# tdm_demux8

--- config.mk ---
export PLATFORM = sky130hd
export DESIGN_NAME = tdm_demux8
export DESIGN_NICKNAME = d
export VERILOG_FILES = /design/src/rtl/tdm_demux8.sv
export SDC_FILE = /design/constraint.sdc
export NUM_CORES = 1
export LEC_CHECK = 0
export ABC_AREA = 1
export CAP_MARGIN = 10
export CORE_MARGIN = 2
export CORE_UTILIZATION = 46
export CTS_CLUSTER_DIAMETER = 120
export DETAILED_ROUTE_END_ITERATION = 12
export HOLD_SLACK_MARGIN = 0.06
export PLACE_DENSITY = 0.74
export SYNTH_ARGS = -nofsm -noshare
export SYNTH_HDL_FRONTEND = slang
export SYNTH_SLANG_ARGS = --single-unit
--- constraint.sdc ---
create_clock -name clk -period 1.5 [get_ports clk]
set_clock_uncertainty 0.2 [all_clocks]
set_input_delay 0.15 -clock clk [delete_from_list [all_inputs] [get_ports clk]]
set_output_delay 0.15 -clock clk [all_outputs]
set_load 0.02 [all_outputs]
--- src/rtl/tdm_demux8.sv ---
`default_nettype none
// ============================================================================
//  Module   : tdm_demux8
//  Purpose  : Receive-side TDM demultiplexer. Rebuilds eight parallel channels
//             from a slot-serial stream. Slot 0 is marked by frame_sync. Once
//             the first sync is seen, the block locks and counts slots on its
//             own (flywheel). Each complete frame is presented on o0..o7
//             together with a one-cycle frame_valid strobe.
//  Ports    : clk         - rising-edge clock
//             rst_n       - synchronous active-low reset
//             din         - sample for the current slot (W bits)
//             din_valid   - qualifies din and frame_sync
//             frame_sync  - marks the qualified sample as slot 0
//             o0..o7      - registered channel outputs (last complete frame)
//             frame_valid - one-cycle pulse when o0..o7 take a new frame
//             locked      - high once a sync has been seen (until reset)
//             sync_err    - one-cycle pulse on a sync at a non-zero slot
//             slot        - index of the next expected slot
//  Revision : 1.0  initial release
// ============================================================================
module tdm_demux8 #(
  parameter int W = 1
) (
  input  logic         clk,
  input  logic         rst_n,
  input  logic [W-1:0] din,
  input  logic         din_valid,
  input  logic         frame_sync,
  output logic [W-1:0] o0,
  output logic [W-1:0] o1,
  output logic [W-1:0] o2,
  output logic [W-1:0] o3,
  output logic [W-1:0] o4,
  output logic [W-1:0] o5,
  output logic [W-1:0] o6,
  output logic [W-1:0] o7,
  output logic         frame_valid,
  output logic         locked,
  output logic         sync_err,
  output logic [2:0]   slot
);

  typedef enum logic [0:0] {
    HUNT   = 1'b0,
    LOCKED = 1'b1
  } state_t;

  state_t              r_state;
  logic [2:0]          r_slot;
  // Slot 7 is never stored: it is taken straight from din when the frame
  // completes, so only slots 0..6 need shadow storage.
  logic [6:0][W-1:0]   r_shadow;
  logic [7:0][W-1:0]   r_out;
  logic                r_frame_valid;
  logic                r_sync_err;
  logic                r_locked;

  always_ff @(posedge clk) begin
    if (!rst_n) begin
      r_state       <= HUNT;
      r_slot        <= 3'd0;
      r_shadow      <= '0;
      r_out         <= '0;
      r_frame_valid <= 1'b0;
      r_sync_err    <= 1'b0;
      r_locked      <= 1'b0;
    end else begin
      // Pulses are low unless an event below raises them this cycle.
      r_frame_valid <= 1'b0;
      r_sync_err    <= 1'b0;

      if (din_valid) begin
        case (r_state)
          HUNT: begin
            if (frame_sync) begin
              r_shadow[0] <= din;
              r_slot      <= 3'd1;
              r_state     <= LOCKED;
              r_locked    <= 1'b1;
            end
          end

          LOCKED: begin
            if (frame_sync && (r_slot != 3'd0)) begin
              // Misaligned sync: drop the partial frame and restart at slot 0
              // with this sample. Outputs keep the previous frame.
              r_sync_err  <= 1'b1;
              r_shadow[0] <= din;
              r_slot      <= 3'd1;
            end else if (r_slot == 3'd7) begin
              r_out         <= {din, r_shadow};
              r_frame_valid <= 1'b1;
              r_slot        <= 3'd0;
            end else begin
              for (int i = 0; i < 7; i++) begin
                if (r_slot == 3'(i)) begin
                  r_shadow[i] <= din;
                end
              end
              r_slot <= r_slot + 3'd1;
            end
          end

          default: begin
            r_state <= HUNT;
          end
        endcase
      end
    end
  end

  assign o0          = r_out[0];
  assign o1          = r_out[1];
  assign o2          = r_out[2];
  assign o3          = r_out[3];
  assign o4          = r_out[4];
  assign o5          = r_out[5];
  assign o6          = r_out[6];
  assign o7          = r_out[7];
  assign frame_valid = r_frame_valid;
  assign sync_err    = r_sync_err;
  assign locked      = r_locked;
  assign slot        = r_slot;

endmodule
`default_nettype wire

tdm_demux8, M1 wires:
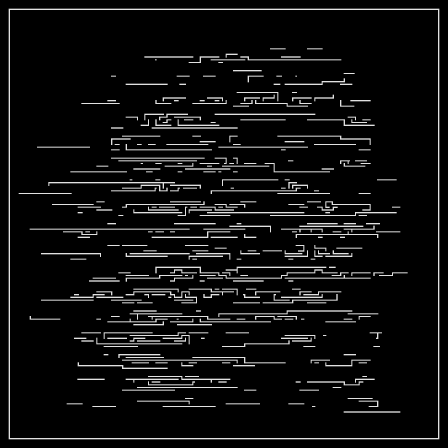
nets with wire on the layer: 187
share of all routed wire: 45%
longest straight run: 19.8 um
wire length on this layer: 1,230 um

tdm_demux8, signal wires on met2:
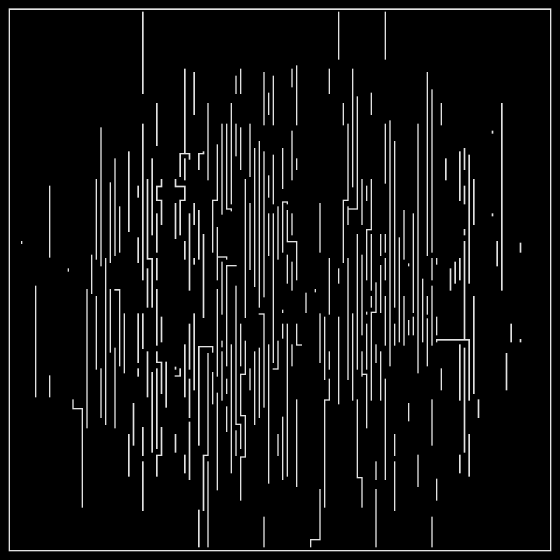
longest straight run: 24.5 um
nets with wire on the layer: 163
wire length on this layer: 1,360 um

==> summary.txt <==
Flow results are below.

- The run finished, with violations left.
- The checks that failed: setup timing.
- The placement stage leaves a total instance area of 1390 um^2.
- The final antenna diode tally reported by the flow is 0.
- The yosys stat chip area is 1120 um^2, for reference.
- For this design the top-level I/O count stands at 19.
- TritonCTS built the clock tree.
- For this run, the final setup violation count is recorded as 14.
- The transition time of the tightest slew-check pin is 0.353 ns, for reference.
- The register share of total power is 49.0%, for reference.
- Per STA, the library cell used most along the worst path is sky130_fd_sc_hd__nor2_1.
- The total of cells resized after clock tree synthesis is 24, for reference.
- Buffers inserted during clock tree synthesis total 3.
- The area of the die is 2840 um^2, for reference.
- The post-CTS repair timing setup buffer count is 3, for reference.
- The clock sink count is 22, for reference.
- The script extracted a net switching power of 0.000311 W.
- The top logic cell family in the synthesized netlist is simple AND/OR/NAND/NOR gates, for reference.
- The destination of the worst register-to-register timing path is o5, for reference.
- STA classifies the critical path endpoint as a register.
- The delay of the slowest cell on the worst path is 0.39 ns, for reference.
- The worst reg2reg path startpoint is slot[0], for reference.
- The critical path in the final layout is reported with a setup slack of -0.128 ns.
- In this run the critical path is formed by inv_4 > ha_4 > nand2_4 > a21oi_4 > nand3_4 > nor2_1 > nor2_1.
- The placeable core region is 2250 um^2, for reference.
- Ranked by flip-flop count, first place goes to r_shadow.
- The post-synthesis cell count is 160, for reference.
- The routed design could run at a clock period as short as 1.63 ns.
- After the first detailed-routing iteration, the DRC count stood at 25.
- The number of antenna-violating nets in the routed design is 0, for reference.
- Per the CTS log, the maximum H-tree level is 1.
-- layout make-up --
| type | count | area, um^2 | area share (%) |
|---|---|---|---|
| flip-flops and latches | 22 | 452 | 28.9 |
| inverters | 32 | 128 | 8.17 |
| well taps | 28 | 35.0 | 2.24 |
| clock inverters | 1 | 30.0 | 1.92 |
| multi-input cells | 104 | 613 | 39.2 |
| clock buffers | 3 | 22.5 | 1.44 |
| repair buffers | 35 | 283 | 18.1 |

# cache_access_logger

cache_access_logger, M1 wires:
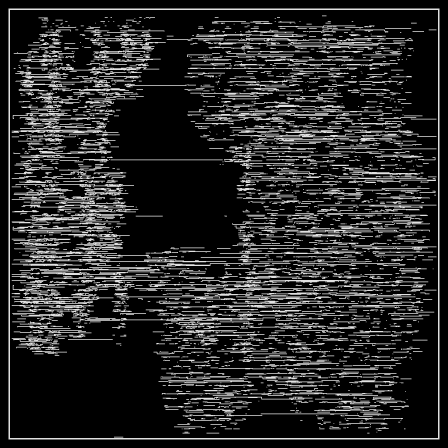
cache_access_logger, signal wires on met2:
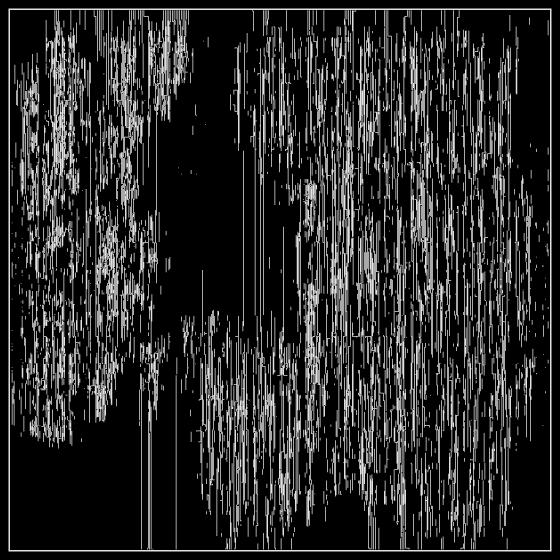
## config.mk

```make
export PLATFORM = sky130hd
export DESIGN_NAME = cache_access_logger
export DESIGN_NICKNAME = d
export VERILOG_FILES = /design/src/rtl/yacc_log_pkg.sv /design/src/rtl/log_rec_fifo.sv /design/src/rtl/cache_access_logger.sv
export SDC_FILE = /design/constraint.sdc
export NUM_CORES = 1
export LEC_CHECK = 0
export CAP_MARGIN = 10
export CORE_MARGIN = 2
export CORE_UTILIZATION = 40
export DETAILED_ROUTE_END_ITERATION = 8
export GPL_TIMING_DRIVEN = 0
export PLACE_DENSITY = 0.63
export SETUP_SLACK_MARGIN = 0.3
export SLEW_MARGIN = 20
export SYNTH_ARGS = -nofsm -noshare
export SYNTH_HDL_FRONTEND = slang
export SYNTH_SLANG_ARGS = --single-unit
export TNS_END_PERCENT = 30
```

## constraint.sdc

```tcl
create_clock -name clock -period 8.05 [get_ports clock]
set_input_delay 1.2075 -clock clock [delete_from_list [all_inputs] [get_ports clock]]
set_output_delay 1.2075 -clock clock [all_outputs]
set_load 0.01 [all_outputs]
```

## src/rtl/yacc_log_pkg.sv

```systemverilog
// Shared widths, record layout and saturating-increment helper for the cache access logger.
// LOGGER_TIMESTAMP_EN adds a cycle-stamp field to the record.
package yacc_log_pkg;

    localparam int unsigned ADDR_W_DEF  = 32;
    localparam int unsigned ENTRY_W_DEF = 4;
    localparam int unsigned CNT_W_DEF   = 32;
    localparam int unsigned SAT_MAX_W   = 64;

    typedef struct packed {
        logic [ADDR_W_DEF-1:0]  addr;
        logic                   hit;
        logic [ENTRY_W_DEF-1:0] entry;
        logic [CNT_W_DEF-1:0]   seq;
`ifdef LOGGER_TIMESTAMP_EN
        logic [CNT_W_DEF-1:0]   stamp;
`endif
    } acc_rec_t;

    // Increment v, holding at the all-ones value of a w-bit counter.
    function automatic logic [SAT_MAX_W-1:0] sat_inc(input logic [SAT_MAX_W-1:0] v,
                                                     input int unsigned w);
        logic [SAT_MAX_W-1:0] max_v;
        max_v = {SAT_MAX_W{1'b1}} >> (SAT_MAX_W - w);
        return (v >= max_v) ? v : v + SAT_MAX_W'(1);
    endfunction

endpackage

```

## src/rtl/log_rec_fifo.sv

```systemverilog
// First-word-fall-through record FIFO; a push into a full FIFO is taken when a pop happens the same cycle.
module log_rec_fifo #(
    parameter int unsigned DEPTH = 8,
    parameter int unsigned W     = 8
) (
    input  logic                   clock,
    input  logic                   reset,
    input  logic                   clear,
    input  logic                   push,
    input  logic [W-1:0]           wdata,
    input  logic                   pop,
    output logic [W-1:0]           rdata_c,
    output logic                   valid_c,
    output logic                   push_ok_c,
    output logic [$clog2(DEPTH):0] level
);

    localparam int unsigned PTR_W = $clog2(DEPTH);
    localparam int unsigned LVL_W = PTR_W + 1;

    logic [PTR_W-1:0] wr_ptr_q, wr_ptr_d;
    logic [PTR_W-1:0] rd_ptr_q, rd_ptr_d;
    logic [LVL_W-1:0] level_q, level_d;
    logic [W-1:0]     mem_q [DEPTH];
    logic             do_pop;
    logic             full;

    always_comb begin
        full      = (level_q == LVL_W'(DEPTH));
        valid_c   = (level_q != '0);
        do_pop    = pop && valid_c;
        push_ok_c = push && (!full || do_pop);
        rdata_c   = valid_c ? mem_q[rd_ptr_q] : '0;
    end

    always_comb begin
        wr_ptr_d = wr_ptr_q;
        rd_ptr_d = rd_ptr_q;
        level_d  = level_q;
        if (clear) begin
            wr_ptr_d = '0;
            rd_ptr_d = '0;
            level_d  = '0;
        end else begin
            if (push_ok_c) wr_ptr_d = wr_ptr_q + PTR_W'(1);
            if (do_pop)    rd_ptr_d = rd_ptr_q + PTR_W'(1);
            if (push_ok_c && !do_pop)      level_d = level_q + LVL_W'(1);
            else if (do_pop && !push_ok_c) level_d = level_q - LVL_W'(1);
        end
    end

    always_ff @(posedge clock or posedge reset) begin
        if (reset) begin
            wr_ptr_q <= '0;
            rd_ptr_q <= '0;
            level_q  <= '0;
        end else begin
            wr_ptr_q <= wr_ptr_d;
            rd_ptr_q <= rd_ptr_d;
            level_q  <= level_d;
        end
    end

    // Storage is not reset; empty-state output is masked to zero instead.
    always_ff @(posedge clock) begin
        if (push_ok_c && !clear) mem_q[wr_ptr_q] <= wdata;
    end

    assign level = level_q;

endmodule

```

## src/rtl/cache_access_logger.sv

```systemverilog
// Counts completed cache accesses and buffers per-access records for a valid/ready reader.
// LOGGER_TIMESTAMP_EN adds a free-running cycle counter stamped into each record (rec_time).
module cache_access_logger
    import yacc_log_pkg::*;
#(
    parameter int unsigned ADDR_W  = ADDR_W_DEF,
    parameter int unsigned ENTRY_W = ENTRY_W_DEF,
    parameter int unsigned DEPTH   = 8,
    parameter int unsigned CNT_W   = CNT_W_DEF
) (
    input  logic                   clock,
    input  logic                   reset,
    input  logic                   clear,
    input  logic                   acc_valid,
    input  logic [ADDR_W-1:0]      acc_addr,
    input  logic                   acc_hit,
    input  logic [ENTRY_W-1:0]     acc_entry,
    output logic                   rec_valid,
    input  logic                   rec_ready,
    output logic [ADDR_W-1:0]      rec_addr,
    output logic                   rec_hit,
    output logic [ENTRY_W-1:0]     rec_entry,
    output logic [CNT_W-1:0]       rec_seq,
    output logic [CNT_W-1:0]       total_cnt,
    output logic [CNT_W-1:0]       hit_cnt,
    output logic [CNT_W-1:0]       miss_cnt,
    output logic [CNT_W-1:0]       drop_cnt,
`ifdef LOGGER_TIMESTAMP_EN
    output logic [CNT_W-1:0]       rec_time,
`endif
    output logic [$clog2(DEPTH):0] level
);

    typedef struct packed {
        logic [ADDR_W-1:0]  addr;
        logic               hit;
        logic [ENTRY_W-1:0] entry;
        logic [CNT_W-1:0]   seq;
`ifdef LOGGER_TIMESTAMP_EN
        logic [CNT_W-1:0]   stamp;
`endif
    } rec_t;

    localparam int unsigned REC_W = $bits(rec_t);

    logic [CNT_W-1:0] total_q, total_d;
    logic [CNT_W-1:0] hit_q, hit_d;
    logic [CNT_W-1:0] miss_q, miss_d;
    logic [CNT_W-1:0] drop_q, drop_d;
    logic [CNT_W-1:0] seq_q, seq_d;
`ifdef LOGGER_TIMESTAMP_EN
    logic [CNT_W-1:0] time_q, time_d;
`endif

    logic             acc_c;
    logic             pop_c;
    logic             push_ok_c;
    logic             head_valid_c;
    logic [REC_W-1:0] head_bits_c;
    rec_t             wr_rec;
    rec_t             head_rec;

    // clear masks both sides of the FIFO for the cycle it is asserted.
    always_comb begin
        acc_c          = acc_valid && !clear;
        pop_c          = rec_ready && !clear;
        wr_rec         = '0;
        wr_rec.addr    = acc_addr;
        wr_rec.hit     = acc_hit;
        wr_rec.entry   = acc_entry;
        wr_rec.seq     = seq_q;
`ifdef LOGGER_TIMESTAMP_EN
        wr_rec.stamp   = time_q;
`endif
    end

    log_rec_fifo #(
        .DEPTH (DEPTH),
        .W     (REC_W)
    ) u_fifo (
        .clock     (clock),
        .reset     (reset),
        .clear     (clear),
        .push      (acc_c),
        .wdata     (wr_rec),
        .pop       (pop_c),
        .rdata_c   (head_bits_c),
        .valid_c   (head_valid_c),
        .push_ok_c (push_ok_c),
        .level     (level)
    );

    always_comb begin
        total_d = total_q;
        hit_d   = hit_q;
        miss_d  = miss_q;
        drop_d  = drop_q;
        seq_d   = seq_q;
        if (clear) begin
            total_d = '0;
            hit_d   = '0;
            miss_d  = '0;
            drop_d  = '0;
            seq_d   = '0;
        end else if (acc_c) begin
            total_d = CNT_W'(sat_inc(SAT_MAX_W'(total_q), CNT_W));
            seq_d   = seq_q + CNT_W'(1);
            if (acc_hit) hit_d  = CNT_W'(sat_inc(SAT_MAX_W'(hit_q), CNT_W));
            else         miss_d = CNT_W'(sat_inc(SAT_MAX_W'(miss_q), CNT_W));
            if (!push_ok_c) drop_d = CNT_W'(sat_inc(SAT_MAX_W'(drop_q), CNT_W));
        end
    end

`ifdef LOGGER_TIMESTAMP_EN
    always_comb begin
        time_d = clear ? '0 : time_q + CNT_W'(1);
    end

    always_ff @(posedge clock or posedge reset) begin
        if (reset) time_q <= '0;
        else       time_q <= time_d;
    end
`endif

    always_ff @(posedge clock or posedge reset) begin
        if (reset) begin
            total_q <= '0;
            hit_q   <= '0;
            miss_q  <= '0;
            drop_q  <= '0;
            seq_q   <= '0;
        end else begin
            total_q <= total_d;
            hit_q   <= hit_d;
            miss_q  <= miss_d;
            drop_q  <= drop_d;
            seq_q   <= seq_d;
        end
    end

    always_comb begin
        head_rec  = head_bits_c;
        rec_valid = head_valid_c;
        rec_addr  = head_rec.addr;
        rec_hit   = head_rec.hit;
        rec_entry = head_rec.entry;
        rec_seq   = head_rec.seq;
`ifdef LOGGER_TIMESTAMP_EN
        rec_time  = head_rec.stamp;
`endif
    end

    assign total_cnt = total_q;
    assign hit_cnt   = hit_q;
    assign miss_cnt  = miss_q;
    assign drop_cnt  = drop_q;

endmodule

```

==> summary.txt <==
Flow results are below.

- The clock period could shrink to 4.95 ns.
- Per STA, the library cell used most along the worst path is sky130_fd_sc_hd__clkbuf_1.
- The average instance area after synthesis is 15.8 um^2, for reference.
- Registers represent a cell area share of 55.6%.
- The slew check shows that the tightest pin keeps a relative margin of 34.5%.
- After detailed routing, the number of remaining DRC violations is 0.
- The number of non-clock buffers is 384, for reference.
- Per the post-route antenna check, the number of violating nets is 0.
- Gates resized during post-CTS repair numbered 0.
- The worst hold path cell count is 1, for reference.
- The cell class with the largest area share is flip-flops and latches, for reference.
- The pre-CTS setup check shows a worst slack of 2.63 ns.
- The setup violation total in the final timing report is 0, for reference.
- In the final layout, the fill cell count is 6,100.
- The run finished with clean final reports.
- The cell class contributing the biggest share of worst-path delay is buffers and inverters, for reference.
- The placeable core region is 74,700 um^2, for reference.
- The floorplan die height is 279 um, for reference.
- The total track usage is 19.0%, for reference.
- Multiplexer cells account for 13.2% of the synthesized area.
- The distinct cell type count after synthesis is 62, for reference.
- The share of the yosys chip area belonging to registers is 68.8%, for reference.
- TritonCTS built the clock tree.
- The stat command in Yosys gives a chip area of 30,300 um^2.
- The most used flip-flop cell is sky130_fd_sc_hd__edfxtp_1, for reference.
- The number of buffers between clock root and the deepest sink is 3, for reference.
- Per STA, the worst path is made up of clkbuf_1 > clkbuf_1 > buf_2 > mux4_2 > mux2i_1 > nor2_1 > clkdlybuf4s50_1.
- The number of clock buffer instances in the layout is 96, for reference.
- The largest fanout on the critical path is 10, for reference.
- sky130_fd_sc_hd__edfxtp_1 takes more of the synthesized area than any other cell.
- The number of antenna violations at the first check in global routing is 0.
- The worst clock skew is 0.0152 ns, for reference.
- Counting flops with a built-in enable in the synthesized netlist gives 552.
- For this block, the via count after detailed routing is 18,600.
- In the final layout, flip-flops and latches occupy 20,800 um^2.
- The layout overhead on the synthesized area is 23.8%, for reference.
- In the placement report, post-DP HPWL is listed as 49,700 um.
- Ranked by flip-flop count, first place goes to u_fifo.mem_q.
- The buffer type at the clock tree root is sky130_fd_sc_hd__clkbuf_16, for reference.
- The adder-cell share of the synthesized area is 0.438%, for reference.
- Global routing consumed, on the met3 layer, 4.48% of the routing resources.
Notes on 'M1 wires' of cache_access_logger above:
wire length on this layer: 30.1 mm
share of all routed wire: 41%
longest straight run: 73.1 um
main direction: horizontal
nets with wire on the layer: 2,176

Notes on 'signal wires on met2' of cache_access_logger above:
share of all routed wire: 50%
nets with wire on the layer: 2,111
longest straight run: 147 um
wire length on this layer: 37.1 mm
main direction: vertical

## worst max path at each step
stage                       startpoint             endpoint  slack (ns)  cells after the start
floorplan                    acc_valid   u_fifo.mem_q[0][0]        0.54                      5
global placement             acc_valid  u_fifo.mem_q[0][46]       -5.44                      6
detailed placement           acc_valid  u_fifo.mem_q[0][43]        2.63                     11
CTS                 u_fifo.rd_ptr_q[0]           rec_seq[0]        2.95                      7
global route        u_fifo.rd_ptr_q[0]           rec_seq[0]        2.86                      7
finish              u_fifo.rd_ptr_q[0]           rec_seq[0]        3.10                      7


==> layout pictures side by side <==
Routing congestion map.
Plate I
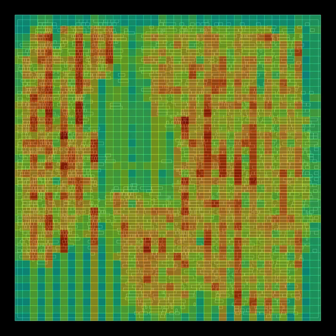
Plate II
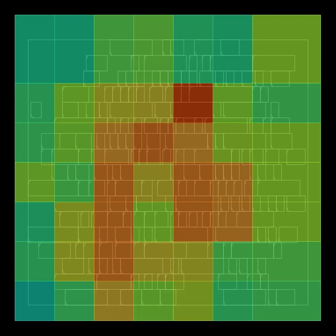
- highest utilization: Plate II
- most wire per cell: Plate I
Plate I: cache_access_logger
Plate II: tdm_demux8

Power and IR drop assume default switching activity.
